# ---- mld_15_7_encoder ----
**mld_15_7_encoder: cell placement**

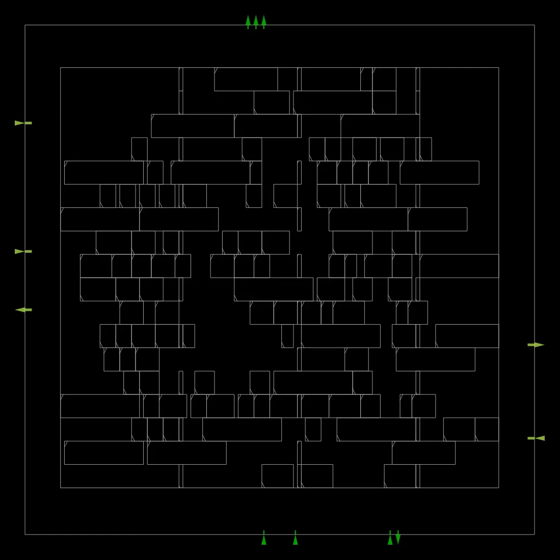

`src/rtl/mld_15_7_encoder.sv`:
```
// Bit-serial systematic (15,7) cyclic encoder: message bits pass straight through, then the
// LFSR remainder x^(N-K)*m(x) mod g(x) is shifted out, all behind one registered output stage.
module mld_15_7_encoder #(
    parameter int             N        = 15,
    parameter int             K        = 7,
    parameter logic [N-K:0]   GEN_POLY = 9'h1D1
) (
    input  logic clk,
    input  logic reset,
    input  logic clear,
    input  logic in_valid,
    output logic in_ready,
    input  logic in_bit,
    output logic out_valid,
    input  logic out_ready,
    output logic out_bit,
    output logic out_first,
    output logic out_last,
    output logic busy
);

    localparam int P  = N - K;
    localparam int CW = $clog2(N);

    typedef enum logic {MSG, PAR} phase_t;

    phase_t          phase, phase_nxt;
    logic [CW-1:0]   bit_cnt, cnt_nxt;
    logic [P-1:0]    par, par_nxt;
    logic            ov_nxt, ob_nxt, of_nxt, ol_nxt;
    logic            can_load, fb;

    assign can_load = !out_valid || out_ready;
    assign in_ready = (phase == MSG) && can_load;
    assign busy     = (bit_cnt != '0) || out_valid;
    assign fb       = in_bit ^ par[P-1];

    always_ff @(posedge clk or negedge reset) begin
        if (!reset) begin
            phase     <= MSG;
            bit_cnt   <= '0;
            par       <= '0;
            out_valid <= 1'b0;
            out_bit   <= 1'b0;
            out_first <= 1'b0;
            out_last  <= 1'b0;
        end else begin
            phase     <= phase_nxt;
            bit_cnt   <= cnt_nxt;
            par       <= par_nxt;
            out_valid <= ov_nxt;
            out_bit   <= ob_nxt;
            out_first <= of_nxt;
            out_last  <= ol_nxt;
        end
    end

    always_comb begin
        phase_nxt = phase;
        cnt_nxt   = bit_cnt;
        par_nxt   = par;
        ov_nxt    = out_valid;
        ob_nxt    = out_bit;
        of_nxt    = out_first;
        ol_nxt    = out_last;
        if (clear) begin
            // abort wins over any load; a pending output bit is dropped
            phase_nxt = MSG;
            cnt_nxt   = '0;
            par_nxt   = '0;
            ov_nxt    = 1'b0;
            of_nxt    = 1'b0;
            ol_nxt    = 1'b0;
        end else if (can_load) begin
            if (phase == PAR) begin
                // parity emission never waits on the source
                ob_nxt  = par[P-1];
                ov_nxt  = 1'b1;
                of_nxt  = 1'b0;
                ol_nxt  = (bit_cnt == CW'(N-1));
                par_nxt = {par[P-2:0], 1'b0};
                if (bit_cnt == CW'(N-1)) begin
                    cnt_nxt   = '0;
                    phase_nxt = MSG;
                end else begin
                    cnt_nxt = bit_cnt + CW'(1);
                end
            end else if (in_valid) begin
                ob_nxt     = in_bit;
                ov_nxt     = 1'b1;
                of_nxt     = (bit_cnt == '0);
                ol_nxt     = 1'b0;
                par_nxt[0] = fb;
                for (int i = 1; i < P; i++)
                    par_nxt[i] = par[i-1] ^ (GEN_POLY[i] & fb);
                cnt_nxt = bit_cnt + CW'(1);
                if (bit_cnt == CW'(K-1))
                    phase_nxt = PAR;
            end else begin
                ov_nxt = 1'b0;
                of_nxt = 1'b0;
                ol_nxt = 1'b0;
            end
        end
    end

endmodule

```
`config.mk`:
```
export PLATFORM = sky130hd
export DESIGN_NAME = mld_15_7_encoder
export DESIGN_NICKNAME = d
export VERILOG_FILES = /design/src/rtl/mld_15_7_encoder.sv
export SDC_FILE = /design/constraint.sdc
export NUM_CORES = 1
export LEC_CHECK = 0
export ABC_AREA = 0
export CORE_MARGIN = 4
export CORE_UTILIZATION = 34
export CTS_CLUSTER_SIZE = 12
export DETAILED_ROUTE_END_ITERATION = 16
export GPL_ROUTABILITY_DRIVEN = 0
export HOLD_SLACK_MARGIN = 0.02
export PLACE_DENSITY = 0.53
export SYNTH_ARGS = -nofsm -noshare
export SYNTH_HDL_FRONTEND = slang
export SYNTH_SLANG_ARGS = --single-unit
export TNS_END_PERCENT = 10
```
`constraint.sdc`:
```
create_clock -name clk -period 1.8 [get_ports clk]
set_clock_uncertainty 0.2 [all_clocks]
set_input_delay 0.36 -clock clk [delete_from_list [all_inputs] [get_ports clk]]
set_output_delay 0.36 -clock clk [all_outputs]
set_load 0.05 [all_outputs]
```
# ---- dmem_rmw_ctrl ----
==> src/rtl/dmem_rmw_ctrl.sv <==
// dmem_rmw_ctrl
//   Data-memory access controller between the core MEM stage and a word-only,
//   combinational-read RAM port. It provides byte/halfword loads with sign or
//   zero extension, and implements sub-word stores as read-modify-write.
//   Byte order inside a word is big-endian: offset 0 = bits[31:24].
//
// Parameters
//   MISALIGN_ERR : 1 = misaligned half/word access is an error (no RAM write)
//                  0 = low address bits are forced to 0 for half/word
//   IDLE_ZERO    : 1 = RAM address/write data driven 0 while ram_ce_o is 0
//                  0 = RAM address/write data hold the latched values
//
// Ports
//   clk_i, rst_ni          clock, asynchronous active-low reset
//   req_i / ready_o        request valid / block idle and able to accept
//   addr_i, we_i, size_i   byte address, store flag, 00 byte 01 half 10 word
//   unsigned_i             zero-extend (1) or sign-extend (0) sub-word loads
//   wdata_i                right-aligned store data
//   valid_o, err_o         one-cycle response pulse, error qualified by valid
//   rdata_o                registered, right-aligned, extended load result
//   ram_ce_o, ram_we_o     RAM enable / word write enable
//   ram_addr_o             word-aligned RAM address
//   ram_wdata_o            full word written to RAM
//   ram_rdata_i            combinational RAM read data

module dmem_rmw_ctrl #(
    parameter bit MISALIGN_ERR = 1'b1,
    parameter bit IDLE_ZERO    = 1'b1
) (
    input  logic        clk_i,
    input  logic        rst_ni,
    input  logic        req_i,
    output logic        ready_o,
    input  logic [31:0] addr_i,
    input  logic        we_i,
    input  logic [1:0]  size_i,
    input  logic        unsigned_i,
    input  logic [31:0] wdata_i,
    output logic        valid_o,
    output logic        err_o,
    output logic [31:0] rdata_o,
    output logic        ram_ce_o,
    output logic        ram_we_o,
    output logic [31:0] ram_addr_o,
    output logic [31:0] ram_wdata_o,
    input  logic [31:0] ram_rdata_i
);

    typedef enum logic [2:0] {
        S_IDLE,
        S_LOAD,
        S_READ,
        S_WRITE,
        S_RESP
    } state_t;

    state_t      r_state;
    logic [31:0] r_addr;
    logic        r_we;
    logic [1:0]  r_size;
    logic        r_uns;
    logic [31:0] r_wdata;
    logic [31:0] r_merge;

    logic        w_accept;
    logic        w_err;
    logic [31:0] w_addr_al;
    logic [1:0]  w_off;
    logic [7:0]  w_byte;
    logic [15:0] w_half;
    logic [31:0] w_load;
    logic [31:0] w_wword;

    assign ready_o  = (r_state == S_IDLE);
    assign w_accept = req_i && ready_o;
    assign w_off    = r_addr[1:0];

    // Error decode and address alignment on the raw request inputs
    always_comb begin
        w_err = (size_i == 2'b11);
        if (MISALIGN_ERR) begin
            if (size_i == 2'b01 && addr_i[0])
                w_err = 1'b1;
            if (size_i == 2'b10 && addr_i[1:0] != 2'b00)
                w_err = 1'b1;
        end
        case (size_i)
            2'b01:   w_addr_al = {addr_i[31:1], 1'b0};
            2'b10:   w_addr_al = {addr_i[31:2], 2'b00};
            default: w_addr_al = addr_i;
        endcase
    end

    // Load lane extraction and extension
    always_comb begin
        case (w_off)
            2'd0:    w_byte = ram_rdata_i[31:24];
            2'd1:    w_byte = ram_rdata_i[23:16];
            2'd2:    w_byte = ram_rdata_i[15:8];
            default: w_byte = ram_rdata_i[7:0];
        endcase
        w_half = w_off[1] ? ram_rdata_i[15:0] : ram_rdata_i[31:16];
        case (r_size)
            2'b00:   w_load = r_uns ? {24'd0, w_byte} : {{24{w_byte[7]}}, w_byte};
            2'b01:   w_load = r_uns ? {16'd0, w_half} : {{16{w_half[15]}}, w_half};
            default: w_load = ram_rdata_i;
        endcase
    end

    // Write word: whole latched word for word stores, otherwise the word read
    // in READ with only the addressed lane replaced
    always_comb begin
        w_wword = r_merge;
        case (r_size)
            2'b00: begin
                case (w_off)
                    2'd0:    w_wword[31:24] = r_wdata[7:0];
                    2'd1:    w_wword[23:16] = r_wdata[7:0];
                    2'd2:    w_wword[15:8]  = r_wdata[7:0];
                    default: w_wword[7:0]   = r_wdata[7:0];
                endcase
            end
            2'b01: begin
                if (w_off[1])
                    w_wword[15:0]  = r_wdata[15:0];
                else
                    w_wword[31:16] = r_wdata[15:0];
            end
            default: w_wword = r_wdata;
        endcase
    end

    assign ram_addr_o  = (IDLE_ZERO && !ram_ce_o) ? '0 : {r_addr[31:2], 2'b00};
    assign ram_wdata_o = (IDLE_ZERO && !ram_ce_o) ? '0 : w_wword;

    // ram_ce_o/ram_we_o/valid_o are registered: they are set on the edge that
    // enters the state in which they must be visible.
    always_ff @(posedge clk_i or negedge rst_ni) begin
        if (!rst_ni) begin
            r_state  <= S_IDLE;
            r_addr   <= '0;
            r_we     <= 1'b0;
            r_size   <= '0;
            r_uns    <= 1'b0;
            r_wdata  <= '0;
            r_merge  <= '0;
            valid_o  <= 1'b0;
            err_o    <= 1'b0;
            rdata_o  <= '0;
            ram_ce_o <= 1'b0;
            ram_we_o <= 1'b0;
        end else begin
            case (r_state)
                S_IDLE: begin
                    if (w_accept) begin
                        r_addr  <= w_addr_al;
                        r_we    <= we_i;
                        r_size  <= size_i;
                        r_uns   <= unsigned_i;
                        r_wdata <= wdata_i;
                        if (w_err) begin
                            r_state <= S_RESP;
                            valid_o <= 1'b1;
                            err_o   <= 1'b1;
                            rdata_o <= '0;
                        end else if (!we_i) begin
                            r_state  <= S_LOAD;
                            ram_ce_o <= 1'b1;
                        end else if (size_i == 2'b10) begin
                            r_state  <= S_WRITE;
                            ram_ce_o <= 1'b1;
                            ram_we_o <= 1'b1;
                        end else begin
                            r_state  <= S_READ;
                            ram_ce_o <= 1'b1;
                        end
                    end
                end
                S_LOAD: begin
                    rdata_o  <= w_load;
                    ram_ce_o <= 1'b0;
                    valid_o  <= 1'b1;
                    r_state  <= S_RESP;
                end
                S_READ: begin
                    r_merge  <= ram_rdata_i;
                    ram_we_o <= 1'b1;
                    r_state  <= S_WRITE;
                end
                S_WRITE: begin
                    ram_ce_o <= 1'b0;
                    ram_we_o <= 1'b0;
                    valid_o  <= 1'b1;
                    r_state  <= S_RESP;
                end
                S_RESP: begin
                    valid_o <= 1'b0;
                    err_o   <= 1'b0;
                    r_state <= S_IDLE;
                end
                default: begin
                    ram_ce_o <= 1'b0;
                    ram_we_o <= 1'b0;
                    valid_o  <= 1'b0;
                    err_o    <= 1'b0;
                    r_state  <= S_IDLE;
                end
            endcase
        end
    end

    // r_we is latched with the request for completeness of the captured
    // transaction; the FSM path already encodes the store/load decision.
    logic w_unused;
    assign w_unused = r_we;

endmodule

==> config.mk <==
export PLATFORM = sky130hd
export DESIGN_NAME = dmem_rmw_ctrl
export DESIGN_NICKNAME = d
export VERILOG_FILES = /design/src/rtl/dmem_rmw_ctrl.sv
export SDC_FILE = /design/constraint.sdc
export NUM_CORES = 1
export LEC_CHECK = 0
export CAP_MARGIN = 10
export CORE_MARGIN = 5
export CORE_UTILIZATION = 52
export CTS_CLUSTER_SIZE = 20
export DETAILED_ROUTE_END_ITERATION = 6
export PLACE_DENSITY = 0.95
export SETUP_SLACK_MARGIN = 0.1
export SLEW_MARGIN = 10
export SYNTH_ARGS = -nofsm -noshare
export SYNTH_HDL_FRONTEND = slang
export SYNTH_SLANG_ARGS = --single-unit
export TNS_END_PERCENT = 50
==> constraint.sdc <==
create_clock -name clk_i -period 5.3 [get_ports clk_i]
set_input_delay 1.59 -clock clk_i [delete_from_list [all_inputs] [get_ports clk_i]]
set_output_delay 1.59 -clock clk_i [all_outputs]
set_load 0.1 [all_outputs]

==> notes/layouts.md <==
Pictures saved along the way, in no particular order.

Local utilization.
Plate I
13 x 13 tiles, from white (low) to dark blue (high), 0 to 100% covered.
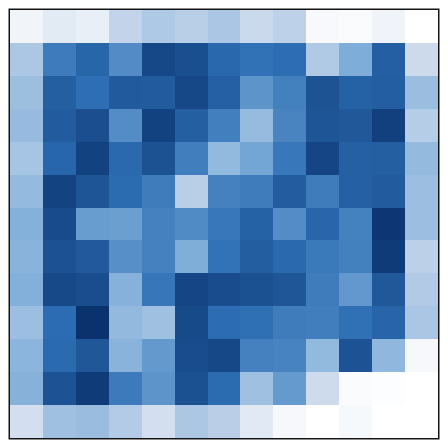
Plate II
12 x 12 tiles, from white (low) to dark blue (high), 0 to 100% covered.
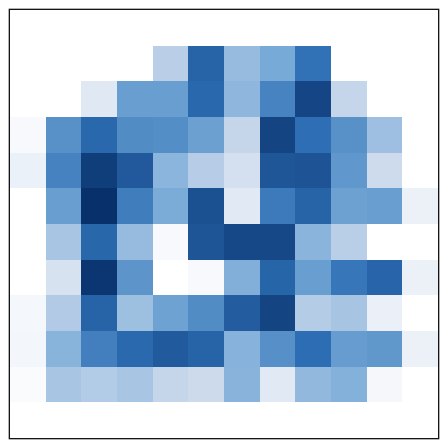
Plate I: dmem_rmw_ctrl
Plate II: mld_15_7_encoder
The one with the highest utilization is Plate I.

Key to Plate I:
emptiest ninth of the die: lower right
fullest tile: 99%
mean over tiles: 59%
nearly empty tiles: 3.6%

**dmem_rmw_ctrl: cell placement**

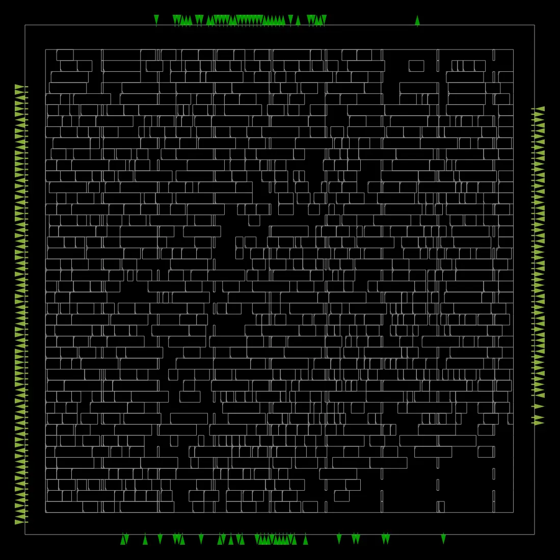
count of standard-cell rows: 42
final standard cell utilization of the core: 72.0%
flop count: 138
sequential share of cell area: 36.4%
core outline area: 13200 µm²

**dmem_rmw_ctrl: met2 routing**

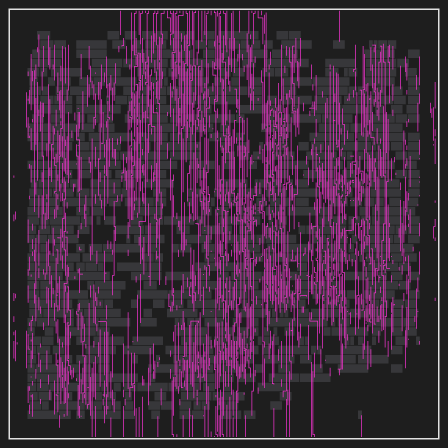
wire length on this layer: 10000 µm
longest straight run: 41.5 µm
share of all routed wire: 47%
nets with wire on the layer: 791

==> run notes, dmem_rmw_ctrl <==
Implementation summary

The flow ran to the end, and the final reports show no timing, DRC or antenna violations. Per the gpl log, the routability congestion estimate is 0.925. Of the total standard cell area in the layout, the multi-input combinational portion is 34.3%. The number of antenna violations at the first check in global routing is 0.

After synthesis, the most frequently instantiated cells are sky130_fd_sc_hd__dfrtp_1, sky130_fd_sc_hd__mux2_2, sky130_fd_sc_hd__nand2_1. The final antenna diode tally reported by the flow is 0. The count of buffers added on input and output ports is 201. The layout has 19 clock buffers.

Before placement the cells fill 52.8% of the core. The routed design could run at a clock period as short as 4.32 ns. For the worst flop-to-flop path, the logic depth is 6.

STA classifies the critical path endpoint as an output pin. After Yosys synthesis, full adders, half adders and majority gates account for 0.539% of the synthesized area. The share of synthesized area spent on multiplexers is 20.5%.

The number of instances on the worst hold path is 2. Counting only logic cells after layout, the most numerous master is sky130_fd_sc_hd__dfrtp_1.

The die area is 15800 µm². The arrival time of data at the critical path endpoint is 2.73 ns. The worst hold path class is flip-flop to flip-flop. The tally of yosys warning messages is 0. Per the finish-stage timing summary, setup violations number 0.

The prevailing logic family in the synthesized netlist is multiplexers. In the final layout, the share of cells above drive strength 1 is 26.6%. Per the final timing report, the hold violations number 0. According to the I/O placement log, the pin count is 204.
**mld_15_7_encoder: met2 routing**

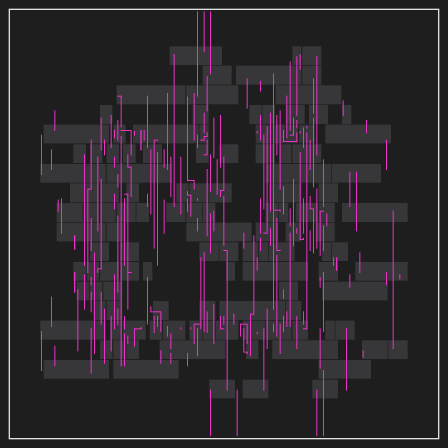
share of all routed wire: 48%
wire length on this layer: 1050 µm
main direction: vertical
longest straight run: 32.6 µm
nets with wire on the layer: 111

**mld_15_7_encoder: sequential cells coloured by netlist name**

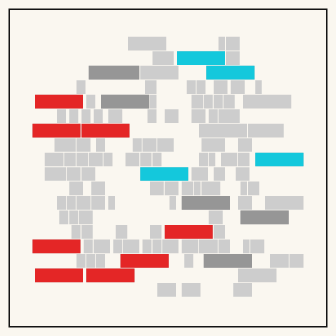
[cyan] bit_cnt | flops: 4
[red] par | flops: 8
not coloured: 5
final standard cell utilization of the core: 51.0%
sequential share of cell area: 33.5%

Notes on 'cell placement' of mld_15_7_encoder above:
count of standard-cell rows: 18
flop count: 17
# fillers: 232
number of cells in the finished layout apart from fillers: 153
core outline area: 2500 µm²

==> run notes, mld_15_7_encoder <==
Implementation summary

The distinct cell type count after synthesis is 29. Looking at the area split, the leading class of cells is multi-input combinational cells. The final reports fail on negative setup slack. Detailed routing placed a total of 1.05 mm of wire on met2. In the final layout, flip-flops and latches occupy 427 µm². Measured against the total synthesized area, the mux share comes to 1.12%. The number of nets in the synthesized netlist is 104. Per the GRT congestion report, total overflow comes to 0.

The number of DRC violations after detailed routing is 0. The largest registers in the layout are par x8, bit_cnt x4. In this run the remaining antenna-violating nets after routing total 0. For reference, the top cells by area after synthesis are sky130_fd_sc_hd__dfrtp_1, sky130_fd_sc_hd__a21oi_1, sky130_fd_sc_hd__o21ai_0. For the worst reg-to-reg path, the endpoint reported by OpenROAD is bit_cnt[3]$_DFFE_PN0P_. The detailed router put a total of 1.02 mm of wire on met1. The first global-routing pass estimated 3.75 mm of wire. The number of cells reported by Yosys stat comes to 95.

Entering global routing, the biggest net connects 18 pins. The stat command in Yosys gives a chip area of 897 µm². The routed length on met3 is 109 µm. For reference, the top cells by count after synthesis are sky130_fd_sc_hd__dfrtp_1, sky130_fd_sc_hd__a21oi_1, sky130_fd_sc_hd__o21ai_0. The highest achievable clock rate is 525 MHz.

After layout, the worst setup slack is -0.104 ns. The combined buffer and inverter count along the critical path is 2. The final report lists the setup-violating endpoint count as 2. After the first detailed-routing iteration, the DRC count stood at 19. The flow ran to the end, but the final reports show violations.

# ---- pdp8_exec_unit_p ----
--- config.mk ---
export PLATFORM = sky130hd
export DESIGN_NAME = pdp8_exec_unit_p
export DESIGN_NICKNAME = d
export VERILOG_FILES = /design/src/rtl/pdp8_pkg.sv /design/src/rtl/pdp8_opr_alu.sv /design/src/rtl/pdp8_exec_unit_p.sv
export SDC_FILE = /design/constraint.sdc
export NUM_CORES = 1
export LEC_CHECK = 0
export ABC_AREA = 1
export CAP_MARGIN = 25
export CORE_ASPECT_RATIO = 1.75
export CORE_UTILIZATION = 42
export CTS_CLUSTER_SIZE = 30
export DETAILED_ROUTE_END_ITERATION = 10
export PLACE_DENSITY = 0.62
export SLEW_MARGIN = 30
export SYNTH_ARGS = -nofsm -noshare
export SYNTH_HDL_FRONTEND = slang
export SYNTH_SLANG_ARGS = --single-unit
--- constraint.sdc ---
create_clock -name clk -period 7.5 [get_ports clk]
set_clock_uncertainty 0.05 [all_clocks]
set_input_delay 1.5 -clock clk [delete_from_list [all_inputs] [get_ports clk]]
set_output_delay 1.5 -clock clk [all_outputs]
set_load 0.01 [all_outputs]
--- src/rtl/pdp8_pkg.sv ---
// pdp8_pkg: execution-unit states, opcodes, OPR microinstruction bit positions and dispatch helper
package pdp8_pkg;
  typedef logic [3:0] exec_state_e;
  localparam exec_state_e S_IDLE    = 4'd0;
  localparam exec_state_e S_READY   = 4'd1;
  localparam exec_state_e S_DECODE  = 4'd2;
  localparam exec_state_e S_IND_RD  = 4'd3;
  localparam exec_state_e S_IND_WB  = 4'd4;
  localparam exec_state_e S_OPR_RD  = 4'd5;
  localparam exec_state_e S_EXEC    = 4'd6;
  localparam exec_state_e S_WR_REQ  = 4'd7;
  // group-1 steps sit on a multiple of four so state[1:0] is the step number
  localparam exec_state_e S_G1_S1   = 4'd8;
  localparam exec_state_e S_G1_S2   = 4'd9;
  localparam exec_state_e S_G1_S3   = 4'd10;
  localparam exec_state_e S_G1_S4   = 4'd11;
  localparam exec_state_e S_G2      = 4'd12;
  localparam exec_state_e S_WR_WAIT = 4'd13;
  localparam exec_state_e S_DONE    = 4'd14;
  localparam exec_state_e S_HALT    = 4'd15;
  localparam logic [2:0] OP_AND = 3'd0;
  localparam logic [2:0] OP_TAD = 3'd1;
  localparam logic [2:0] OP_ISZ = 3'd2;
  localparam logic [2:0] OP_DCA = 3'd3;
  localparam logic [2:0] OP_JMS = 3'd4;
  localparam logic [2:0] OP_JMP = 3'd5;
  localparam logic [2:0] OP_IOT = 3'd6;
  localparam logic [2:0] OP_OPR = 3'd7;
  localparam int B_CLA   = 7;
  localparam int B_CLL   = 6;
  localparam int B_CMA   = 5;
  localparam int B_CML   = 4;
  localparam int B_RAR   = 3;
  localparam int B_RAL   = 2;
  localparam int B_TWICE = 1;
  localparam int B_IAC   = 0;
  localparam int B_SMA   = 6;
  localparam int B_SZA   = 5;
  localparam int B_SNL   = 4;
  localparam int B_INV   = 3;
  localparam int B_OSR   = 2;
  localparam int B_HLT   = 1;
  // where a memory-reference instruction goes once its final address is known
  function automatic exec_state_e route(input logic [2:0] o);
    return o == OP_JMP ? S_DONE : (o == OP_DCA || o == OP_JMS) ? S_WR_REQ : S_OPR_RD;
  endfunction
endpackage

--- src/rtl/pdp8_opr_alu.sv ---
// pdp8_opr_alu: combinational OPR evaluation, one group-1 step (step 0..3) or the whole group-2 operation
//   ac, l, mb (low 8 instruction bits), sr -> ac_nxt, l_nxt, skip (group-2 skip condition)
module pdp8_opr_alu
  import pdp8_pkg::*;
#(
  parameter int DW = 12
) (
  input  logic [DW-1:0] ac,
  input  logic          l,
  input  logic [7:0]    mb,
  input  logic [DW-1:0] sr,
  input  logic [1:0]    step,
  input  logic          g2,
  output logic [DW-1:0] ac_nxt,
  output logic          l_nxt,
  output logic          skip
);
  logic [DW:0] la, inc, r1, r2, rot, g1;
  always_comb begin
    la = {l, ac};
    inc = {1'b0, ac} + (DW+1)'(1);
    r1 = mb[B_RAR] ? {la[0], la[DW:1]} : {la[DW-1:0], la[DW]};
    r2 = mb[B_RAR] ? {r1[0], r1[DW:1]} : {r1[DW-1:0], r1[DW]};
    rot = (mb[B_RAR] | mb[B_RAL]) ? (mb[B_TWICE] ? r2 : r1) : la;
    g1 = step == 2'd0 ? {mb[B_CLL] ? 1'b0 : l, mb[B_CLA] ? {DW{1'b0}} : ac} :
         step == 2'd1 ? {l ^ mb[B_CML], mb[B_CMA] ? ~ac : ac} :
         step == 2'd2 ? (mb[B_IAC] ? {l ^ inc[DW], inc[DW-1:0]} : la) : rot;
    skip = ((mb[B_SMA] & ac[DW-1]) | (mb[B_SZA] & ~|ac) | (mb[B_SNL] & l)) ^ mb[B_INV];
    {l_nxt, ac_nxt} = g2 ? {l, (mb[B_CLA] ? {DW{1'b0}} : ac) | (mb[B_OSR] ? sr : {DW{1'b0}})} : g1;
  end
endmodule

--- src/rtl/pdp8_exec_unit_p.sv ---
// pdp8_exec_unit_p: PDP-8 execution unit, memory-reference set plus OPR group 1/2, variable-latency memory
//   in : clk, reset_n (sync, active low), base_addr, instr_valid/instr, sr, exec_rd_valid/exec_rd_data, exec_wr_ack
//   out: stall, PC_value, acc, link, halted, mem_err, exec_rd_req/addr, exec_wr_req/addr/data
//   PDP8_AUTOINC_EN: indirection through 0010..0017 writes the pointer back incremented and uses it
module pdp8_exec_unit_p
  import pdp8_pkg::*;
#(
  parameter int DATA_WIDTH  = 12,
  parameter int ADDR_WIDTH  = 12,
  parameter int MEM_TIMEOUT = 255
) (
  input  logic                  clk,
  input  logic                  reset_n,
  input  logic [ADDR_WIDTH-1:0] base_addr,
  input  logic                  instr_valid,
  input  logic [DATA_WIDTH-1:0] instr,
  input  logic [DATA_WIDTH-1:0] sr,
  output logic                  stall,
  output logic [ADDR_WIDTH-1:0] PC_value,
  output logic [DATA_WIDTH-1:0] acc,
  output logic                  link,
  output logic                  halted,
  output logic                  mem_err,
  output logic                  exec_rd_req,
  output logic [ADDR_WIDTH-1:0] exec_rd_addr,
  input  logic                  exec_rd_valid,
  input  logic [DATA_WIDTH-1:0] exec_rd_data,
  output logic                  exec_wr_req,
  output logic [ADDR_WIDTH-1:0] exec_wr_addr,
  output logic [DATA_WIDTH-1:0] exec_wr_data,
  input  logic                  exec_wr_ack
);
  localparam int DW = DATA_WIDTH;
  localparam int AW = ADDR_WIDTH;
  localparam int TW = $clog2(MEM_TIMEOUT + 1);
  exec_state_e st;
  logic [DW-1:0] ir, wdata, ac_w, alu_ac;
  logic [AW-1:0] pc_w, ea, ea_dir, pc_fin;
  logic [DW:0] tad_sum;
  logic [2:0] op;
  logic [TW-1:0] tmo;
  logic l_w, alu_l, alu_skip, resp, tmo_hit;
  assign op = ir[DW-1:DW-3];
  assign ea_dir = ir[DW-5] ? {pc_w[AW-1:DW-5], ir[DW-6:0]} : AW'(ir[DW-6:0]);
  assign pc_fin = op == OP_JMP ? ea : pc_w;
  assign tad_sum = {1'b0, ac_w} + {1'b0, wdata};
  assign stall = st != S_READY;
  assign exec_rd_req = st == S_IND_RD || st == S_OPR_RD;
  assign exec_wr_req = st == S_IND_WB || st == S_WR_WAIT;
  assign exec_rd_addr = ea;
  assign exec_wr_addr = ea;
  assign exec_wr_data = wdata;
  assign resp = (exec_rd_req & exec_rd_valid) | (exec_wr_req & exec_wr_ack);
  assign tmo_hit = (exec_rd_req | exec_wr_req) & ~resp & (tmo == TW'(MEM_TIMEOUT - 1));
`ifdef PDP8_AUTOINC_EN
  logic auto_rng;
  assign auto_rng = ea[AW-1:3] == (AW-3)'(1);
`endif
  pdp8_opr_alu #(.DW(DW)) u_alu (
    .ac(ac_w), .l(l_w), .mb(ir[7:0]), .sr(sr), .step(st[1:0]), .g2(st == S_G2),
    .ac_nxt(alu_ac), .l_nxt(alu_l), .skip(alu_skip)
  );
  always_ff @(posedge clk) begin
    if (!reset_n) begin
      st <= S_IDLE;
      pc_w <= '0;
      PC_value <= '0;
      ac_w <= '0;
      acc <= '0;
      l_w <= 1'b0;
      link <= 1'b0;
      halted <= 1'b0;
      mem_err <= 1'b0;
      tmo <= '0;
      ir <= '0;
      ea <= '0;
      wdata <= '0;
    end else begin
      tmo <= ((exec_rd_req | exec_wr_req) & ~resp) ? tmo + TW'(1) : '0;
      if (tmo_hit) begin
        mem_err <= 1'b1;
        st <= S_HALT;
      end else case (st)
        S_IDLE: begin
          pc_w <= base_addr;
          PC_value <= base_addr;
          st <= S_READY;
        end
        S_READY: if (instr_valid) begin
          ir <= instr;
          st <= S_DECODE;
        end
        S_DECODE: begin
          pc_w <= pc_w + AW'(1);
          ea <= ea_dir;
          st <= op == OP_OPR ? (ir[DW-4] ? S_G2 : S_G1_S1) : op == OP_IOT ? S_DONE :
                ir[DW-4] ? S_IND_RD : route(op);
        end
        S_IND_RD: if (exec_rd_valid) begin
`ifdef PDP8_AUTOINC_EN
          wdata <= exec_rd_data + DW'(1);
          ea <= auto_rng ? ea : AW'(exec_rd_data);
          st <= auto_rng ? S_IND_WB : route(op);
`else
          ea <= AW'(exec_rd_data);
          st <= route(op);
`endif
        end
`ifdef PDP8_AUTOINC_EN
        S_IND_WB: if (exec_wr_ack) begin
          ea <= AW'(wdata);
          st <= route(op);
        end
`endif
        S_OPR_RD: if (exec_rd_valid) begin
          wdata <= exec_rd_data;
          st <= S_EXEC;
        end
        S_EXEC: begin
          ac_w <= op == OP_AND ? ac_w & wdata : op == OP_TAD ? tad_sum[DW-1:0] : ac_w;
          l_w <= op == OP_TAD ? l_w ^ tad_sum[DW] : l_w;
          wdata <= wdata + DW'(1);
          st <= op == OP_ISZ ? S_WR_WAIT : S_DONE;
        end
        // pc_w already points past the JMS, so it is the return address
        S_WR_REQ: begin
          wdata <= op == OP_DCA ? ac_w : DW'(pc_w);
          st <= S_WR_WAIT;
        end
        S_WR_WAIT: if (exec_wr_ack) begin
          ac_w <= op == OP_DCA ? '0 : ac_w;
          pc_w <= op == OP_JMS ? ea + AW'(1) : (op == OP_ISZ && wdata == '0) ? pc_w + AW'(1) : pc_w;
          st <= S_DONE;
        end
        S_G1_S1, S_G1_S2, S_G1_S3, S_G1_S4: begin
          ac_w <= alu_ac;
          l_w <= alu_l;
          st <= st == S_G1_S4 ? S_DONE : st + 4'd1;
        end
        S_G2: begin
          ac_w <= alu_ac;
          pc_w <= pc_w + AW'(alu_skip);
          halted <= halted | ir[B_HLT];
          st <= ir[B_HLT] ? S_HALT : S_DONE;
        end
        S_DONE: begin
          PC_value <= pc_fin;
          pc_w <= pc_fin;
          acc <= ac_w;
          link <= l_w;
          st <= S_READY;
        end
        default: st <= st;
      endcase
    end
  end
endmodule

# ---- prod_accumulator ----
===== src/rtl/prod_accumulator_pkg.sv =====
// Shared types and constants for the product accumulator: FSM states,
// the multiplier product width and the burst-counter width helper.
package prod_accumulator_pkg;

  localparam int PROD_W = 16;

  typedef enum logic [1:0] {
    IDLE  = 2'd0,
    ACCUM = 2'd1,
    HOLD  = 2'd2
  } state_e;

  function automatic int cnt_w(input int count);
    return $clog2(count);
  endfunction

endpackage


===== src/rtl/prod_accumulator_acc_add.sv =====
// Combinational accumulate adder: zero-extends a product onto the running
// sum and returns the wrapped sum together with the carry out of the top bit.
module acc_add
  import prod_accumulator_pkg::*;
#(
  parameter int ACC_W = 18
) (
  input  logic [ACC_W-1:0]  acc,
  input  logic [PROD_W-1:0] din,
  output logic [ACC_W-1:0]  sum,
  output logic              carry
);

  logic [ACC_W:0] wide;

  assign wide  = {1'b0, acc} + (ACC_W + 1)'(din);
  assign sum   = wide[ACC_W-1:0];
  assign carry = wide[ACC_W];

endmodule


===== src/rtl/prod_accumulator.sv =====
// Sums bursts of COUNT unsigned products into an ACC_W-bit accumulator and
// hands each burst total downstream over a valid/ready handshake.
module prod_accumulator
  import prod_accumulator_pkg::*;
#(
  parameter int COUNT = 8,
  parameter int ACC_W = 18
) (
  input  logic              clk,
  input  logic              rst_n,
  input  logic              clear,
  input  logic              in_valid,
  output logic              in_ready,
  input  logic [PROD_W-1:0] in_data,
  output logic              out_valid,
  input  logic              out_ready,
  output logic [ACC_W-1:0]  out_sum,
  output logic              out_ovf
);

  localparam int             CNT_W = cnt_w(COUNT);
  localparam logic [CNT_W-1:0] LAST = CNT_W'(COUNT - 1);

  state_e             state_q, state_d;
  logic [CNT_W-1:0]   cnt_q, cnt_d;
  logic [ACC_W-1:0]   acc_q, acc_d;
  logic               ovf_q, ovf_d;
  logic [ACC_W-1:0]   sum_q, sum_d;
  logic               out_ovf_q, out_ovf_d;
  logic [ACC_W-1:0]   add_sum;
  logic               add_carry;

  acc_add #(
    .ACC_W (ACC_W)
  ) u_acc_add (
    .acc   (acc_q),
    .din   (in_data),
    .sum   (add_sum),
    .carry (add_carry)
  );

  // Handshake outputs decode registered state only.
  assign in_ready  = (state_q != HOLD);
  assign out_valid = (state_q == HOLD);
  assign out_sum   = sum_q;
  assign out_ovf   = out_ovf_q;

  always_comb begin
    state_d   = state_q;
    cnt_d     = cnt_q;
    acc_d     = acc_q;
    ovf_d     = ovf_q;
    sum_d     = sum_q;
    out_ovf_d = out_ovf_q;
    if (clear) begin
      state_d   = IDLE;
      cnt_d     = '0;
      acc_d     = '0;
      ovf_d     = 1'b0;
      sum_d     = '0;
      out_ovf_d = 1'b0;
    end else begin
      case (state_q)
        IDLE: begin
          if (in_valid) begin
            acc_d   = ACC_W'(in_data);
            cnt_d   = CNT_W'(1);
            ovf_d   = 1'b0;
            state_d = ACCUM;
          end
        end
        ACCUM: begin
          if (in_valid) begin
            acc_d = add_sum;
            ovf_d = ovf_q | add_carry;
            cnt_d = cnt_q + CNT_W'(1);
            if (cnt_q == LAST) begin
              sum_d     = add_sum;
              out_ovf_d = ovf_q | add_carry;
              cnt_d     = '0;
              state_d   = HOLD;
            end
          end
        end
        HOLD: begin
          if (out_ready) state_d = IDLE;
        end
        default: state_d = IDLE;
      endcase
    end
  end

  always_ff @(posedge clk or negedge rst_n) begin
    if (!rst_n) begin
      state_q   <= IDLE;
      cnt_q     <= '0;
      acc_q     <= '0;
      ovf_q     <= 1'b0;
      sum_q     <= '0;
      out_ovf_q <= 1'b0;
    end else begin
      state_q   <= state_d;
      cnt_q     <= cnt_d;
      acc_q     <= acc_d;
      ovf_q     <= ovf_d;
      sum_q     <= sum_d;
      out_ovf_q <= out_ovf_d;
    end
  end

endmodule


===== config.mk =====
export PLATFORM = sky130hd
export DESIGN_NAME = prod_accumulator
export DESIGN_NICKNAME = d
export VERILOG_FILES = /design/src/rtl/prod_accumulator_pkg.sv /design/src/rtl/prod_accumulator_acc_add.sv /design/src/rtl/prod_accumulator.sv
export SDC_FILE = /design/constraint.sdc
export NUM_CORES = 1
export LEC_CHECK = 0
export CAP_MARGIN = 20
export CELL_PAD_IN_SITES_DETAIL_PLACEMENT = 0
export CELL_PAD_IN_SITES_GLOBAL_PLACEMENT = 2
export CORE_MARGIN = 2
export CORE_UTILIZATION = 31
export DETAILED_ROUTE_END_ITERATION = 8
export PLACE_DENSITY = 0.77
export SLEW_MARGIN = 20
export SYNTH_ARGS = -nofsm -noshare
export SYNTH_HDL_FRONTEND = slang
export SYNTH_HIERARCHICAL = 1
export SYNTH_SLANG_ARGS = --single-unit

===== constraint.sdc =====
create_clock -name clk -period 2.1 [get_ports clk]
set_input_delay 0.42 -clock clk [delete_from_list [all_inputs] [get_ports clk]]
set_output_delay 0.42 -clock clk [all_outputs]
set_load 0.02 [all_outputs]

# ---- csi2tx_dphy_pwr_seq_flat ----
File: config.mk
export PLATFORM = sky130hd
export DESIGN_NAME = csi2tx_dphy_pwr_seq_flat
export DESIGN_NICKNAME = d
export VERILOG_FILES = /design/src/rtl/csi2tx_dphy_pwr_seq_if.sv /design/src/rtl/csi2tx_dphy_pwr_seq.sv /design/src/flat_wrapper.sv
export SDC_FILE = /design/constraint.sdc
export NUM_CORES = 1
export LEC_CHECK = 0
export CORE_UTILIZATION = 48
export CTS_CLUSTER_DIAMETER = 60
export DETAILED_ROUTE_END_ITERATION = 16
export HOLD_SLACK_MARGIN = 0.08
export PLACE_DENSITY_LB_ADDON = 0.12
export SETUP_SLACK_MARGIN = 0.4
export SLEW_MARGIN = 20
export SYNTH_ARGS = -nofsm -noshare
export SYNTH_HDL_FRONTEND = slang
export SYNTH_SLANG_ARGS = --single-unit
File: constraint.sdc
create_clock -name txclkesc -period 5.7 [get_ports txclkesc]
set_input_delay 1.14 -clock txclkesc [delete_from_list [all_inputs] [get_ports txclkesc]]
set_output_delay 1.14 -clock txclkesc [all_outputs]
set_load 0.02 [all_outputs]
File: src/rtl/csi2tx_dphy_pwr_seq_if.sv
// Link-controller <-> power sequencer bundle.
// master: link controller (request, lane mask, dwell config)
// slave : sequencer (D-PHY enable, byte/lane resets, status)
interface csi2tx_dphy_pwr_seq_if #(
    parameter int unsigned NUM_LANES = 8,
    parameter int unsigned CNT_W     = 16
);
    logic                 phy_on_req;
    logic [NUM_LANES-1:0] lane_mask;
    logic [CNT_W-1:0]     t_init_cfg;
    logic [CNT_W-1:0]     t_off_cfg;
    logic                 dphy_enable;
    logic                 tx_byte_rst_n;
    logic [NUM_LANES-1:0] lane_rst_n;
    logic                 phy_ready;
    logic                 seq_busy;
    logic                 seq_err;

    modport master (
        output phy_on_req, lane_mask, t_init_cfg, t_off_cfg,
        input  dphy_enable, tx_byte_rst_n, lane_rst_n, phy_ready, seq_busy, seq_err
    );

    modport slave (
        input  phy_on_req, lane_mask, t_init_cfg, t_off_cfg,
        output dphy_enable, tx_byte_rst_n, lane_rst_n, phy_ready, seq_busy, seq_err
    );
endinterface

File: src/rtl/csi2tx_dphy_pwr_seq.sv
// CSI-2 TX D-PHY power-up/power-down sequencer.
// Brings the PHY up as enable -> byte reset release -> lane resets released in
// ascending index, with programmable dwells; tears it down on request drop.
// Ports:
//   txclkesc        escape clock (rising edge)
//   txescclk_rst_n  async active-low reset
//   bus             slave side of csi2tx_dphy_pwr_seq_if (request/config in,
//                   enable/resets/status out, all registered)
module csi2tx_dphy_pwr_seq #(
    parameter int unsigned NUM_LANES = 8,
    parameter int unsigned CNT_W     = 16,
    parameter int unsigned T_BYTE    = 8,
    parameter int unsigned T_LANE    = 4
) (
    input  logic                     txclkesc,
    input  logic                     txescclk_rst_n,
    csi2tx_dphy_pwr_seq_if.slave     bus
);

    typedef enum logic [2:0] {
        IDLE      = 3'd0,
        INIT_WAIT = 3'd1,
        BYTE_WAIT = 3'd2,
        LANE_REL  = 3'd3,
        READY     = 3'd4,
        SHUTDN    = 3'd5,
        OFF_WAIT  = 3'd6
    } state_t;

    // Counter reload values: a dwell of N occupies max(N,1) cycles.
    localparam logic [CNT_W-1:0] BYTE_LOAD = CNT_W'((T_BYTE > 0) ? T_BYTE - 1 : 0);
    localparam logic [CNT_W-1:0] LANE_LOAD = CNT_W'((T_LANE > 0) ? T_LANE - 1 : 0);

    state_t               state_q, state_d;
    logic [CNT_W-1:0]     cnt_q, cnt_d;
    logic [NUM_LANES-1:0] pend_q, pend_d;     // masked lanes still held in reset
    logic [NUM_LANES-1:0] lanes_q, lanes_d;
    logic                 en_q, en_d;
    logic                 byte_q, byte_d;
    logic                 ready_q, ready_d;
    logic                 busy_q, busy_d;
    logic                 err_q, err_d;
    logic [NUM_LANES-1:0] first_c;

    function automatic logic [CNT_W-1:0] dwell_load(input logic [CNT_W-1:0] n);
        return (n == '0) ? '0 : n - CNT_W'(1);
    endfunction

    // Isolate the lowest set bit of the pending-lane vector.
    assign first_c = pend_q & (~pend_q + NUM_LANES'(1));

    // State and output registers.
    always_ff @(posedge txclkesc or negedge txescclk_rst_n) begin
        if (!txescclk_rst_n) begin
            state_q <= IDLE;
            cnt_q   <= '0;
            pend_q  <= '0;
            lanes_q <= '0;
            en_q    <= 1'b0;
            byte_q  <= 1'b0;
            ready_q <= 1'b0;
            busy_q  <= 1'b0;
            err_q   <= 1'b0;
        end else begin
            state_q <= state_d;
            cnt_q   <= cnt_d;
            pend_q  <= pend_d;
            lanes_q <= lanes_d;
            en_q    <= en_d;
            byte_q  <= byte_d;
            ready_q <= ready_d;
            busy_q  <= busy_d;
            err_q   <= err_d;
        end
    end

    // Next-state and next-output logic.
    always_comb begin
        state_d = state_q;
        cnt_d   = cnt_q;
        pend_d  = pend_q;
        lanes_d = lanes_q;
        en_d    = en_q;
        byte_d  = byte_q;
        err_d   = err_q;

        case (state_q)
            IDLE: begin
                if (bus.phy_on_req) begin
                    if (bus.lane_mask != '0) begin
                        state_d = INIT_WAIT;
                        en_d    = 1'b1;
                        pend_d  = bus.lane_mask;
                        cnt_d   = dwell_load(bus.t_init_cfg);
                    end else begin
                        err_d = 1'b1;
                    end
                end
            end
            INIT_WAIT: begin
                if (cnt_q == '0) begin
                    state_d = BYTE_WAIT;
                    cnt_d   = BYTE_LOAD;
                end else begin
                    cnt_d = cnt_q - CNT_W'(1);
                end
            end
            BYTE_WAIT: begin
                // Byte reset and the first lane come out of reset together.
                if (cnt_q == '0) begin
                    state_d = LANE_REL;
                    byte_d  = 1'b1;
                    lanes_d = lanes_q | first_c;
                    pend_d  = pend_q & ~first_c;
                    cnt_d   = LANE_LOAD;
                end else begin
                    cnt_d = cnt_q - CNT_W'(1);
                end
            end
            LANE_REL: begin
                if (pend_q == '0) begin
                    state_d = READY;
                end else if (cnt_q == '0) begin
                    lanes_d = lanes_q | first_c;
                    pend_d  = pend_q & ~first_c;
                    cnt_d   = LANE_LOAD;
                end else begin
                    cnt_d = cnt_q - CNT_W'(1);
                end
            end
            READY: ;
            SHUTDN: begin
                state_d = OFF_WAIT;
            end
            OFF_WAIT: begin
                if (cnt_q == '0) begin
                    state_d = IDLE;
                    en_d    = 1'b0;
                end else begin
                    cnt_d = cnt_q - CNT_W'(1);
                end
            end
            default: state_d = IDLE;
        endcase

        // Request drop during bring-up or READY overrides normal progress.
        if (!bus.phy_on_req && (state_q == INIT_WAIT || state_q == BYTE_WAIT ||
                                state_q == LANE_REL  || state_q == READY)) begin
            state_d = SHUTDN;
            lanes_d = '0;
            byte_d  = 1'b0;
            pend_d  = '0;
            cnt_d   = dwell_load(bus.t_off_cfg);
        end

        ready_d = (state_d == READY);
        busy_d  = (state_d != IDLE) && (state_d != READY);
    end

    assign bus.dphy_enable   = en_q;
    assign bus.tx_byte_rst_n = byte_q;
    assign bus.lane_rst_n    = lanes_q;
    assign bus.phy_ready     = ready_q;
    assign bus.seq_busy      = busy_q;
    assign bus.seq_err       = err_q;

endmodule

File: src/flat_wrapper.sv
// flat-port wrapper written by rule: the top's interface ports become plain ports
module csi2tx_dphy_pwr_seq_flat 
#(
    parameter int unsigned NUM_LANES = 8,
    parameter int unsigned CNT_W     = 16,
    parameter int unsigned T_BYTE    = 8,
    parameter int unsigned T_LANE    = 4
)
  (txclkesc, txescclk_rst_n, bus_phy_on_req, bus_lane_mask, bus_t_init_cfg, bus_t_off_cfg, bus_dphy_enable, bus_tx_byte_rst_n, bus_lane_rst_n, bus_phy_ready, bus_seq_busy, bus_seq_err);
  csi2tx_dphy_pwr_seq_if #(.NUM_LANES(NUM_LANES), .CNT_W(CNT_W)) bus_i ();
  input  logic txclkesc;
  input  logic txescclk_rst_n;
  input wire logic [$bits(bus_i.phy_on_req)-1:0] bus_phy_on_req;
  input wire logic [$bits(bus_i.lane_mask)-1:0] bus_lane_mask;
  input wire logic [$bits(bus_i.t_init_cfg)-1:0] bus_t_init_cfg;
  input wire logic [$bits(bus_i.t_off_cfg)-1:0] bus_t_off_cfg;
  output wire logic [$bits(bus_i.dphy_enable)-1:0] bus_dphy_enable;
  output wire logic [$bits(bus_i.tx_byte_rst_n)-1:0] bus_tx_byte_rst_n;
  output wire logic [$bits(bus_i.lane_rst_n)-1:0] bus_lane_rst_n;
  output wire logic [$bits(bus_i.phy_ready)-1:0] bus_phy_ready;
  output wire logic [$bits(bus_i.seq_busy)-1:0] bus_seq_busy;
  output wire logic [$bits(bus_i.seq_err)-1:0] bus_seq_err;
  assign bus_i.phy_on_req = bus_phy_on_req;
  assign bus_i.lane_mask = bus_lane_mask;
  assign bus_i.t_init_cfg = bus_t_init_cfg;
  assign bus_i.t_off_cfg = bus_t_off_cfg;
  assign bus_dphy_enable = bus_i.dphy_enable;
  assign bus_tx_byte_rst_n = bus_i.tx_byte_rst_n;
  assign bus_lane_rst_n = bus_i.lane_rst_n;
  assign bus_phy_ready = bus_i.phy_ready;
  assign bus_seq_busy = bus_i.seq_busy;
  assign bus_seq_err = bus_i.seq_err;
  csi2tx_dphy_pwr_seq #(.NUM_LANES(NUM_LANES), .CNT_W(CNT_W), .T_BYTE(T_BYTE), .T_LANE(T_LANE)) u_core (.txclkesc(txclkesc), .txescclk_rst_n(txescclk_rst_n), .bus(bus_i));
endmodule
# ---- serial_parity_receiver ----
### src/rtl/serial_parity_receiver.sv
// serial_parity_receiver
// Receives frames of: start bit 0, N data bits LSB first, one parity bit, stop bit 1.
// The line is sampled mid-bit, and parity is accumulated with a running XOR.
// The decoded word and its error flags are presented on a valid/ack handshake.
// Build option: define PARITY_ODD_EN for odd parity. Even parity is the default.
//
// state  | meaning
// -------+---------------------------------------------------------------
// IDLE   | line idle; waiting for a low level to mark a possible start bit
// START  | half a bit period later, confirms the start bit or rejects a glitch
// DATA   | samples N data bits, one per bit period
// PARITY | samples the parity bit into the accumulator
// STOP   | samples the stop bit and publishes the word with its flags
// BREAK  | stop bit was low; waits for the line to return high
module serial_parity_receiver #(
    parameter int N           = 8,
    parameter int CLK_PER_BIT = 16
) (
    input  logic         clock,
    input  logic         reset_,
    input  logic         rxd,
    output logic [N-1:0] data,
    output logic         out_valid,
    input  logic         out_ack,
    output logic         parity_err,
    output logic         frame_err,
    output logic         overrun
);

    localparam int CW = $clog2(CLK_PER_BIT);
    localparam int BW = (N > 1) ? $clog2(N) : 1;
    localparam logic [CW-1:0] HALF_M1  = CW'(CLK_PER_BIT / 2 - 1);
    localparam logic [CW-1:0] FULL_M1  = CW'(CLK_PER_BIT - 1);
    localparam logic [BW-1:0] LAST_BIT = BW'(N - 1);

    typedef enum logic [2:0] {
        IDLE   = 3'd0,
        START  = 3'd1,
        DATA   = 3'd2,
        PARITY = 3'd3,
        STOP   = 3'd4,
        BREAK  = 3'd5
    } state_t;

    state_t        state_q,   state_d;
    logic [CW-1:0] smp_cnt_q, smp_cnt_d;
    logic [BW-1:0] bit_cnt_q, bit_cnt_d;
    logic [N-1:0]  shift_q,   shift_d;
    logic          par_q,     par_d;
    logic [N-1:0]  data_q,    data_d;
    logic          valid_q,   valid_d;
    logic          perr_q,    perr_d;
    logic          ferr_q,    ferr_d;
    logic          ovr_q,     ovr_d;

    logic sample;
    logic word_done;
    logic perr_new;

    // The sample counter counts down to zero; zero marks the mid-bit sampling edge.
    assign sample = (smp_cnt_q == '0);

`ifdef PARITY_ODD_EN
    assign perr_new = ~par_q;
`else
    assign perr_new = par_q;
`endif

    // Next-state logic for frame decoding, the sample timer, and the output handshake.
    always_comb begin
        state_d   = state_q;
        smp_cnt_d = smp_cnt_q;
        bit_cnt_d = bit_cnt_q;
        shift_d   = shift_q;
        par_d     = par_q;
        data_d    = data_q;
        valid_d   = valid_q;
        perr_d    = perr_q;
        ferr_d    = ferr_q;
        ovr_d     = ovr_q;
        word_done = 1'b0;

        if (state_q != IDLE && state_q != BREAK) begin
            smp_cnt_d = smp_cnt_q - CW'(1);
        end

        case (state_q)
            IDLE: begin
                if (!rxd) begin
                    state_d   = START;
                    smp_cnt_d = HALF_M1;
                end
            end
            START: begin
                if (sample) begin
                    if (!rxd) begin
                        state_d   = DATA;
                        smp_cnt_d = FULL_M1;
                        bit_cnt_d = '0;
                        par_d     = 1'b0;
                    end else begin
                        state_d = IDLE;
                    end
                end
            end
            DATA: begin
                if (sample) begin
                    for (int i = 0; i < N - 1; i++) begin
                        shift_d[i] = shift_q[i+1];
                    end
                    shift_d[N-1] = rxd;
                    par_d        = par_q ^ rxd;
                    smp_cnt_d    = FULL_M1;
                    if (bit_cnt_q == LAST_BIT) begin
                        state_d = PARITY;
                    end else begin
                        bit_cnt_d = bit_cnt_q + BW'(1);
                    end
                end
            end
            PARITY: begin
                if (sample) begin
                    par_d     = par_q ^ rxd;
                    smp_cnt_d = FULL_M1;
                    state_d   = STOP;
                end
            end
            STOP: begin
                if (sample) begin
                    word_done = 1'b1;
                    state_d   = rxd ? IDLE : BREAK;
                end
            end
            BREAK: begin
                if (rxd) begin
                    state_d = IDLE;
                end
            end
            default: begin
                state_d = IDLE;
            end
        endcase

        // A completing word always wins. Overrun is set only when the old word was not taken on this edge.
        if (word_done) begin
            data_d  = shift_q;
            perr_d  = perr_new;
            ferr_d  = ~rxd;
            valid_d = 1'b1;
            if (valid_q && !out_ack) begin
                ovr_d = 1'b1;
            end
        end else if (valid_q && out_ack) begin
            valid_d = 1'b0;
            ovr_d   = 1'b0;
        end
    end

    // State, counters, and registered outputs; an asynchronous reset discards any partial frame.
    always_ff @(posedge clock or negedge reset_) begin
        if (!reset_) begin
            state_q   <= IDLE;
            smp_cnt_q <= '0;
            bit_cnt_q <= '0;
            shift_q   <= '0;
            par_q     <= 1'b0;
            data_q    <= '0;
            valid_q   <= 1'b0;
            perr_q    <= 1'b0;
            ferr_q    <= 1'b0;
            ovr_q     <= 1'b0;
        end else begin
            state_q   <= state_d;
            smp_cnt_q <= smp_cnt_d;
            bit_cnt_q <= bit_cnt_d;
            shift_q   <= shift_d;
            par_q     <= par_d;
            data_q    <= data_d;
            valid_q   <= valid_d;
            perr_q    <= perr_d;
            ferr_q    <= ferr_d;
            ovr_q     <= ovr_d;
        end
    end

    assign data       = data_q;
    assign out_valid  = valid_q;
    assign parity_err = perr_q;
    assign frame_err  = ferr_q;
    assign overrun    = ovr_q;

endmodule
### config.mk
export PLATFORM = sky130hd
export DESIGN_NAME = serial_parity_receiver
export DESIGN_NICKNAME = d
export VERILOG_FILES = /design/src/rtl/serial_parity_receiver.sv
export SDC_FILE = /design/constraint.sdc
export NUM_CORES = 1
export LEC_CHECK = 0
export CAP_MARGIN = 0
export CORE_ASPECT_RATIO = 1.75
export CORE_UTILIZATION = 50
export CTS_BUF_LIST = sky130_fd_sc_hd__clkbuf_16
export CTS_CLUSTER_DIAMETER = 50
export CTS_CLUSTER_SIZE = 8
export DETAILED_ROUTE_END_ITERATION = 8
export HOLD_SLACK_MARGIN = 0.06
export PLACE_DENSITY = 0.72
export SETUP_SLACK_MARGIN = 0.2
export SKIP_CTS_REPAIR_TIMING = 1
export SLEW_MARGIN = 20
export SYNTH_ARGS = -nofsm -noshare
export SYNTH_HDL_FRONTEND = slang
export SYNTH_SLANG_ARGS = --single-unit
### constraint.sdc
create_clock -name clock -period 2.55 [get_ports clock]
set_input_delay 0.51 -clock clock [delete_from_list [all_inputs] [get_ports clock]]
set_output_delay 0.51 -clock clock [all_outputs]
set_load 0.02 [all_outputs]
**csi2tx_dphy_pwr_seq_flat: met2 routing**

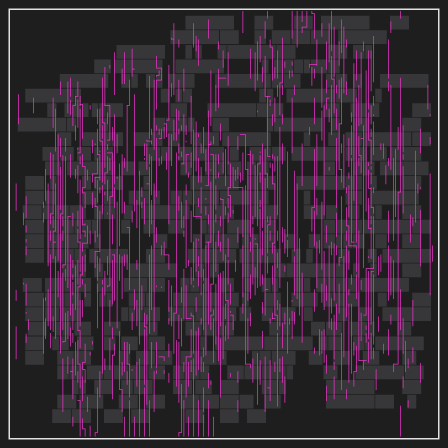
wire length on this layer: 3990 µm
nets with wire on the layer: 396
longest straight run: 33.3 µm
share of all routed wire: 49%
main direction: vertical

**csi2tx_dphy_pwr_seq_flat: local utilization**

8 x 8 tiles, from white (low) to dark blue (high), 0 to 100% covered.
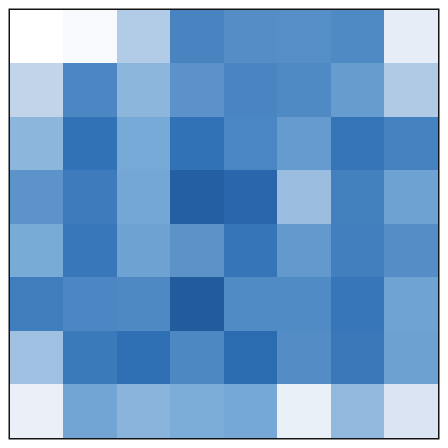
densest ninth of the die: centre
mean over tiles: 55%
tiles over 75% full: 6.2%
nearly empty tiles: 1.6%
emptiest ninth of the die: upper left
core outline area: 5890 µm²
final standard cell utilization of the core: 61.2%
Initial Util: 49.5%

==> run notes, csi2tx_dphy_pwr_seq_flat <==
Implementation summary

The clock tree from TritonCTS is done. The share of synthesized area spent on multiplexers is 0%. The total leakage power is 1.39 nW.

The critical-path cell with the highest stage delay is sky130_fd_sc_hd__or4b_1. The run finished with clean final reports. The hold path endpoint is u_core.bus.seq_err$_DFFE_PN0P_. The cell repeated most along the worst path is sky130_fd_sc_hd__o21ai_1. Per report_power, the Clock row totals 0.000193 W. The number of buffers created by CTS is 5. The power drawn by the sequential cells is 0.000291 W. The startpoint kind of the worst setup timing path is a primary input. Per the timing report, the achievable frequency comes out to 283 MHz. The number of fill cells is 541.

Per the final report, the share of cell area in non-clock buffers is 15.6%. Wire segments on met2 add up to 3.99 mm in the final route. Looking at the group totals, the largest power group turns out to be registers.

The register bank with the most flops is u_core.cnt_q. The final clock period utilization by the worst path is 62.0%. The fraction of power spent switching nets is 26.8%. In the final layout, excluding clock buffers the buffer count is 57. Per the synth log, the flip-flop and latch total comes to 40. The number of placement rows is 28.

The post-CTS setup-driven buffer insertion count is 0. The number of DRC violations after detailed routing is 0. Per the finish-stage timing summary, setup violations number 0.
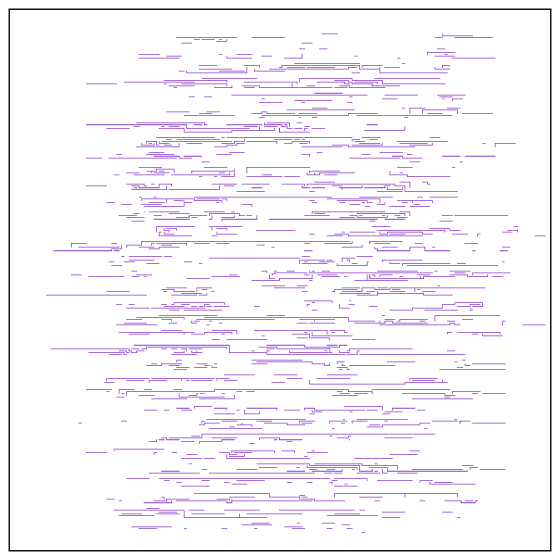
**Above:** prod_accumulator (M1 wires).
longest straight run: 42.8 µm
nets with wire on the layer: 396
main direction: horizontal
share of all routed wire: 47%

**prod_accumulator: cell placement**

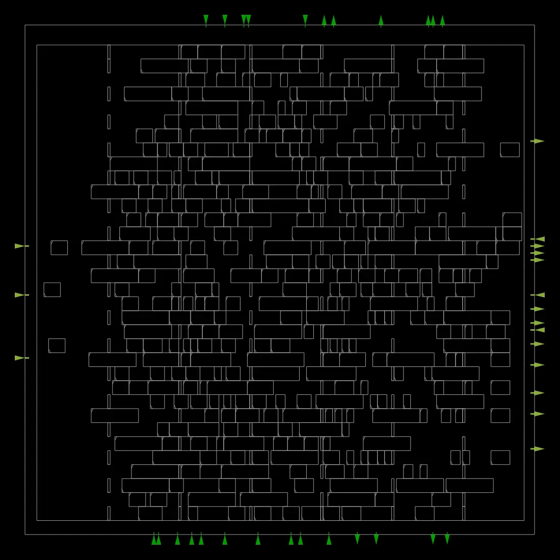
# fillers: 840
count of standard-cell rows: 34

==> run notes, prod_accumulator <==
Implementation summary

The area share of the largest cell type after synthesis is 38.4%. For the final database, setup skew stands at 0.00571 ns. The number of antenna violations at the first check in global routing was 0. The final layout net count is 424.

The number of gates on the worst path with buffers counted is 9. The flow ran to the end, but the final reports show violations. The cell type contributing the most total cell area after synthesis is sky130_fd_sc_hd__dfrtp_1.

The worst hold path class is primary input to async pin. The slack of the critical path is -0.0711 ns. The number of setup violations in the final report is 8.

The report counts max-capacitance violations totalling 0. The checks that failed: negative setup slack. The maximum count of clock buffers along a single path is 2. In this run, the synthesized area fraction spent on xor and xnor cells is recorded as 4.38%. The number of endpoints with negative hold slack in the final report is 0. The root buffer cell is sky130_fd_sc_hd__clkbuf_8. The horizontal die size is 99.1 µm. The final hold slack is 0.0409 ns. The number of DRC violations after detailed routing is 0. The most used standard cell by instance count after synthesis is sky130_fd_sc_hd__nand2_1.
**serial_parity_receiver: gate families picked out**

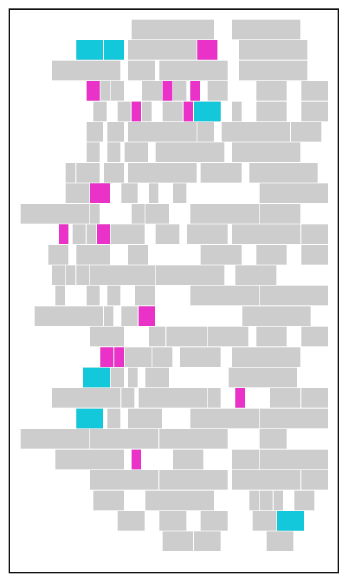
[magenta] nand cells | cells: 14
[cyan] non-inverting ao/oa cells | cells: 6
share of the final layout cell area in multi-input gates: 36.2%
number of cells in the finished layout apart from fillers: 176
most common logic cell in the routed design: sky130_fd_sc_hd__dfrtp_1

==> run notes, serial_parity_receiver <==
Implementation summary

No sink is reached through more buffers than the 2 on the longest clock path. The cell area that synthesis handed to floorplanning was 1510 µm². The number of cells in the design after placement is 168. The count of library flops with an enable pin is 0. The flow ran to the end, but the final reports show violations. The wire length the detailed router placed on met1 is 1.15 mm. Timing would allow up to 506 MHz. The clock skew is 0.00348 ns.

The prevailing logic family in the synthesized netlist is multiplexers. The final reports fail on design-rule violations. Per the detail_route report, DRC violations left total 6. Dividing the detail-routed via count by the number of cells gives 5.85.

In the Yosys stats the netlist draws on 33 distinct library cells. The H-tree level count is 2. On the critical path the largest part of the delay comes from simple AND/OR/NAND/NOR gates. The biggest cell category by area in the final layout is flip-flops and latches.

The total length of routed met2 wires is 1.55 mm. The area used by multi-input combinational logic is 669 µm². The run reported a max-capacitance violation count of 0.
**pdp8_exec_unit_p: gate families picked out**

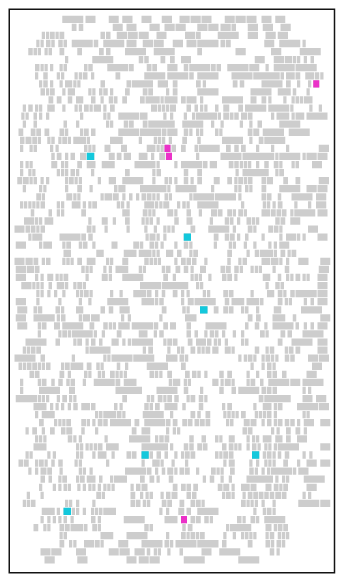
[magenta] and/or cells | cells: 4
[cyan] non-inverting ao/oa cells | cells: 6

==> run notes, pdp8_exec_unit_p <==
Implementation summary

In the final layout, the multi-input gates occupy 5450 µm². After clock tree synthesis, the clock-pin slew on the worst setup and hold paths is 0.08 ns. The required time reported for the critical path endpoint is 5.95 ns. The power of the clock network is 0.000503 W. The number of instances on the worst hold path is 1. Between the synthesized netlist and the finished layout, the area growth was recorded as 17.5%. The power per standard cell area is 312 nW/µm². The post-route standard cell area excluding fillers is 9910 µm². Once layout is complete, the utilization of the core stands at 50.2%. The run finished with clean final reports. Per the layout report, the design carries 169 non-clock inverters. The number of antenna diodes in the final layout is 1. The final count of pins violating max slew is 0. The global routing usage on met2 is 65.2%. The most frequently used flop master after synthesis is sky130_fd_sc_hd__dfxtp_1. The launch point of the worst hold path is tmo[0]$_SDFF_PN0_. The combinational cell power is 0.00167 W. The number of gates given a new drive strength after cts is 0. The number of gates on the worst path with buffers counted is 6.


==> layout pictures side by side <==
Cell placement.
(a)
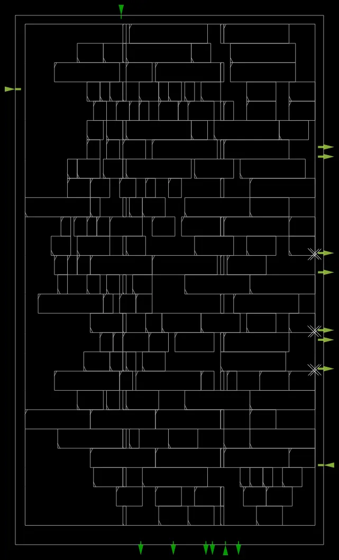
(b)
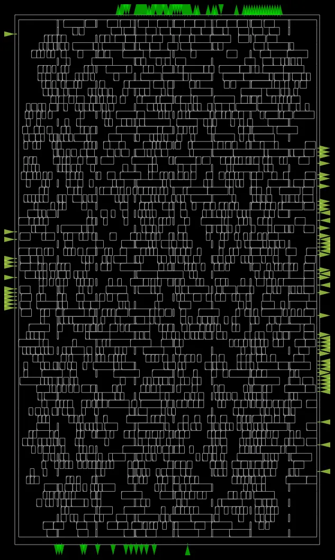
(c)
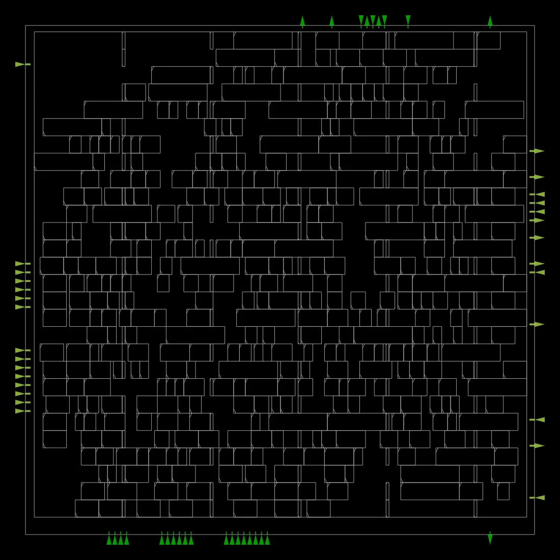
The one with the lowest utilization is (b).
serial_parity_receiver -> (a)
csi2tx_dphy_pwr_seq_flat -> (c)
pdp8_exec_unit_p -> (b)


==> screenshots <==
Met2 routing.
image #1
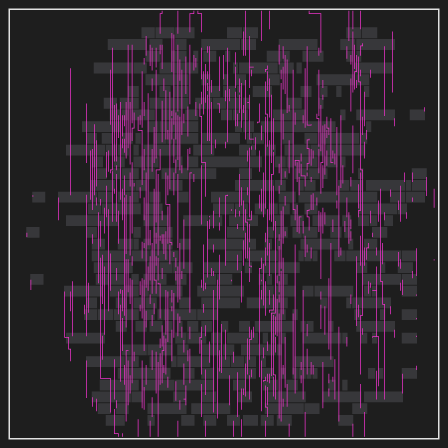
image #2
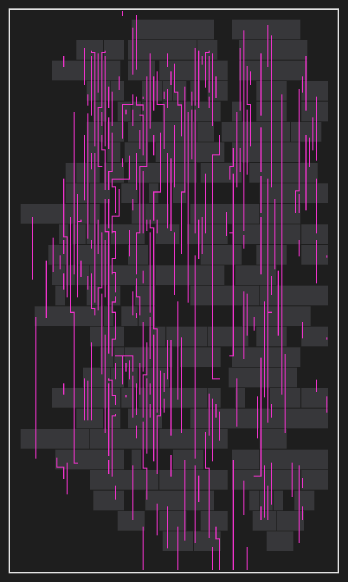
image #3
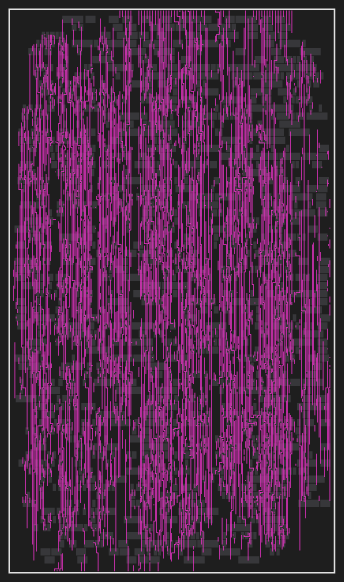
| from | picture |
|---|---|
| pdp8_exec_unit_p | image #3 |
| prod_accumulator | image #1 |
| serial_parity_receiver | image #2 |

Power is estimated from default activity; no workload was simulated.
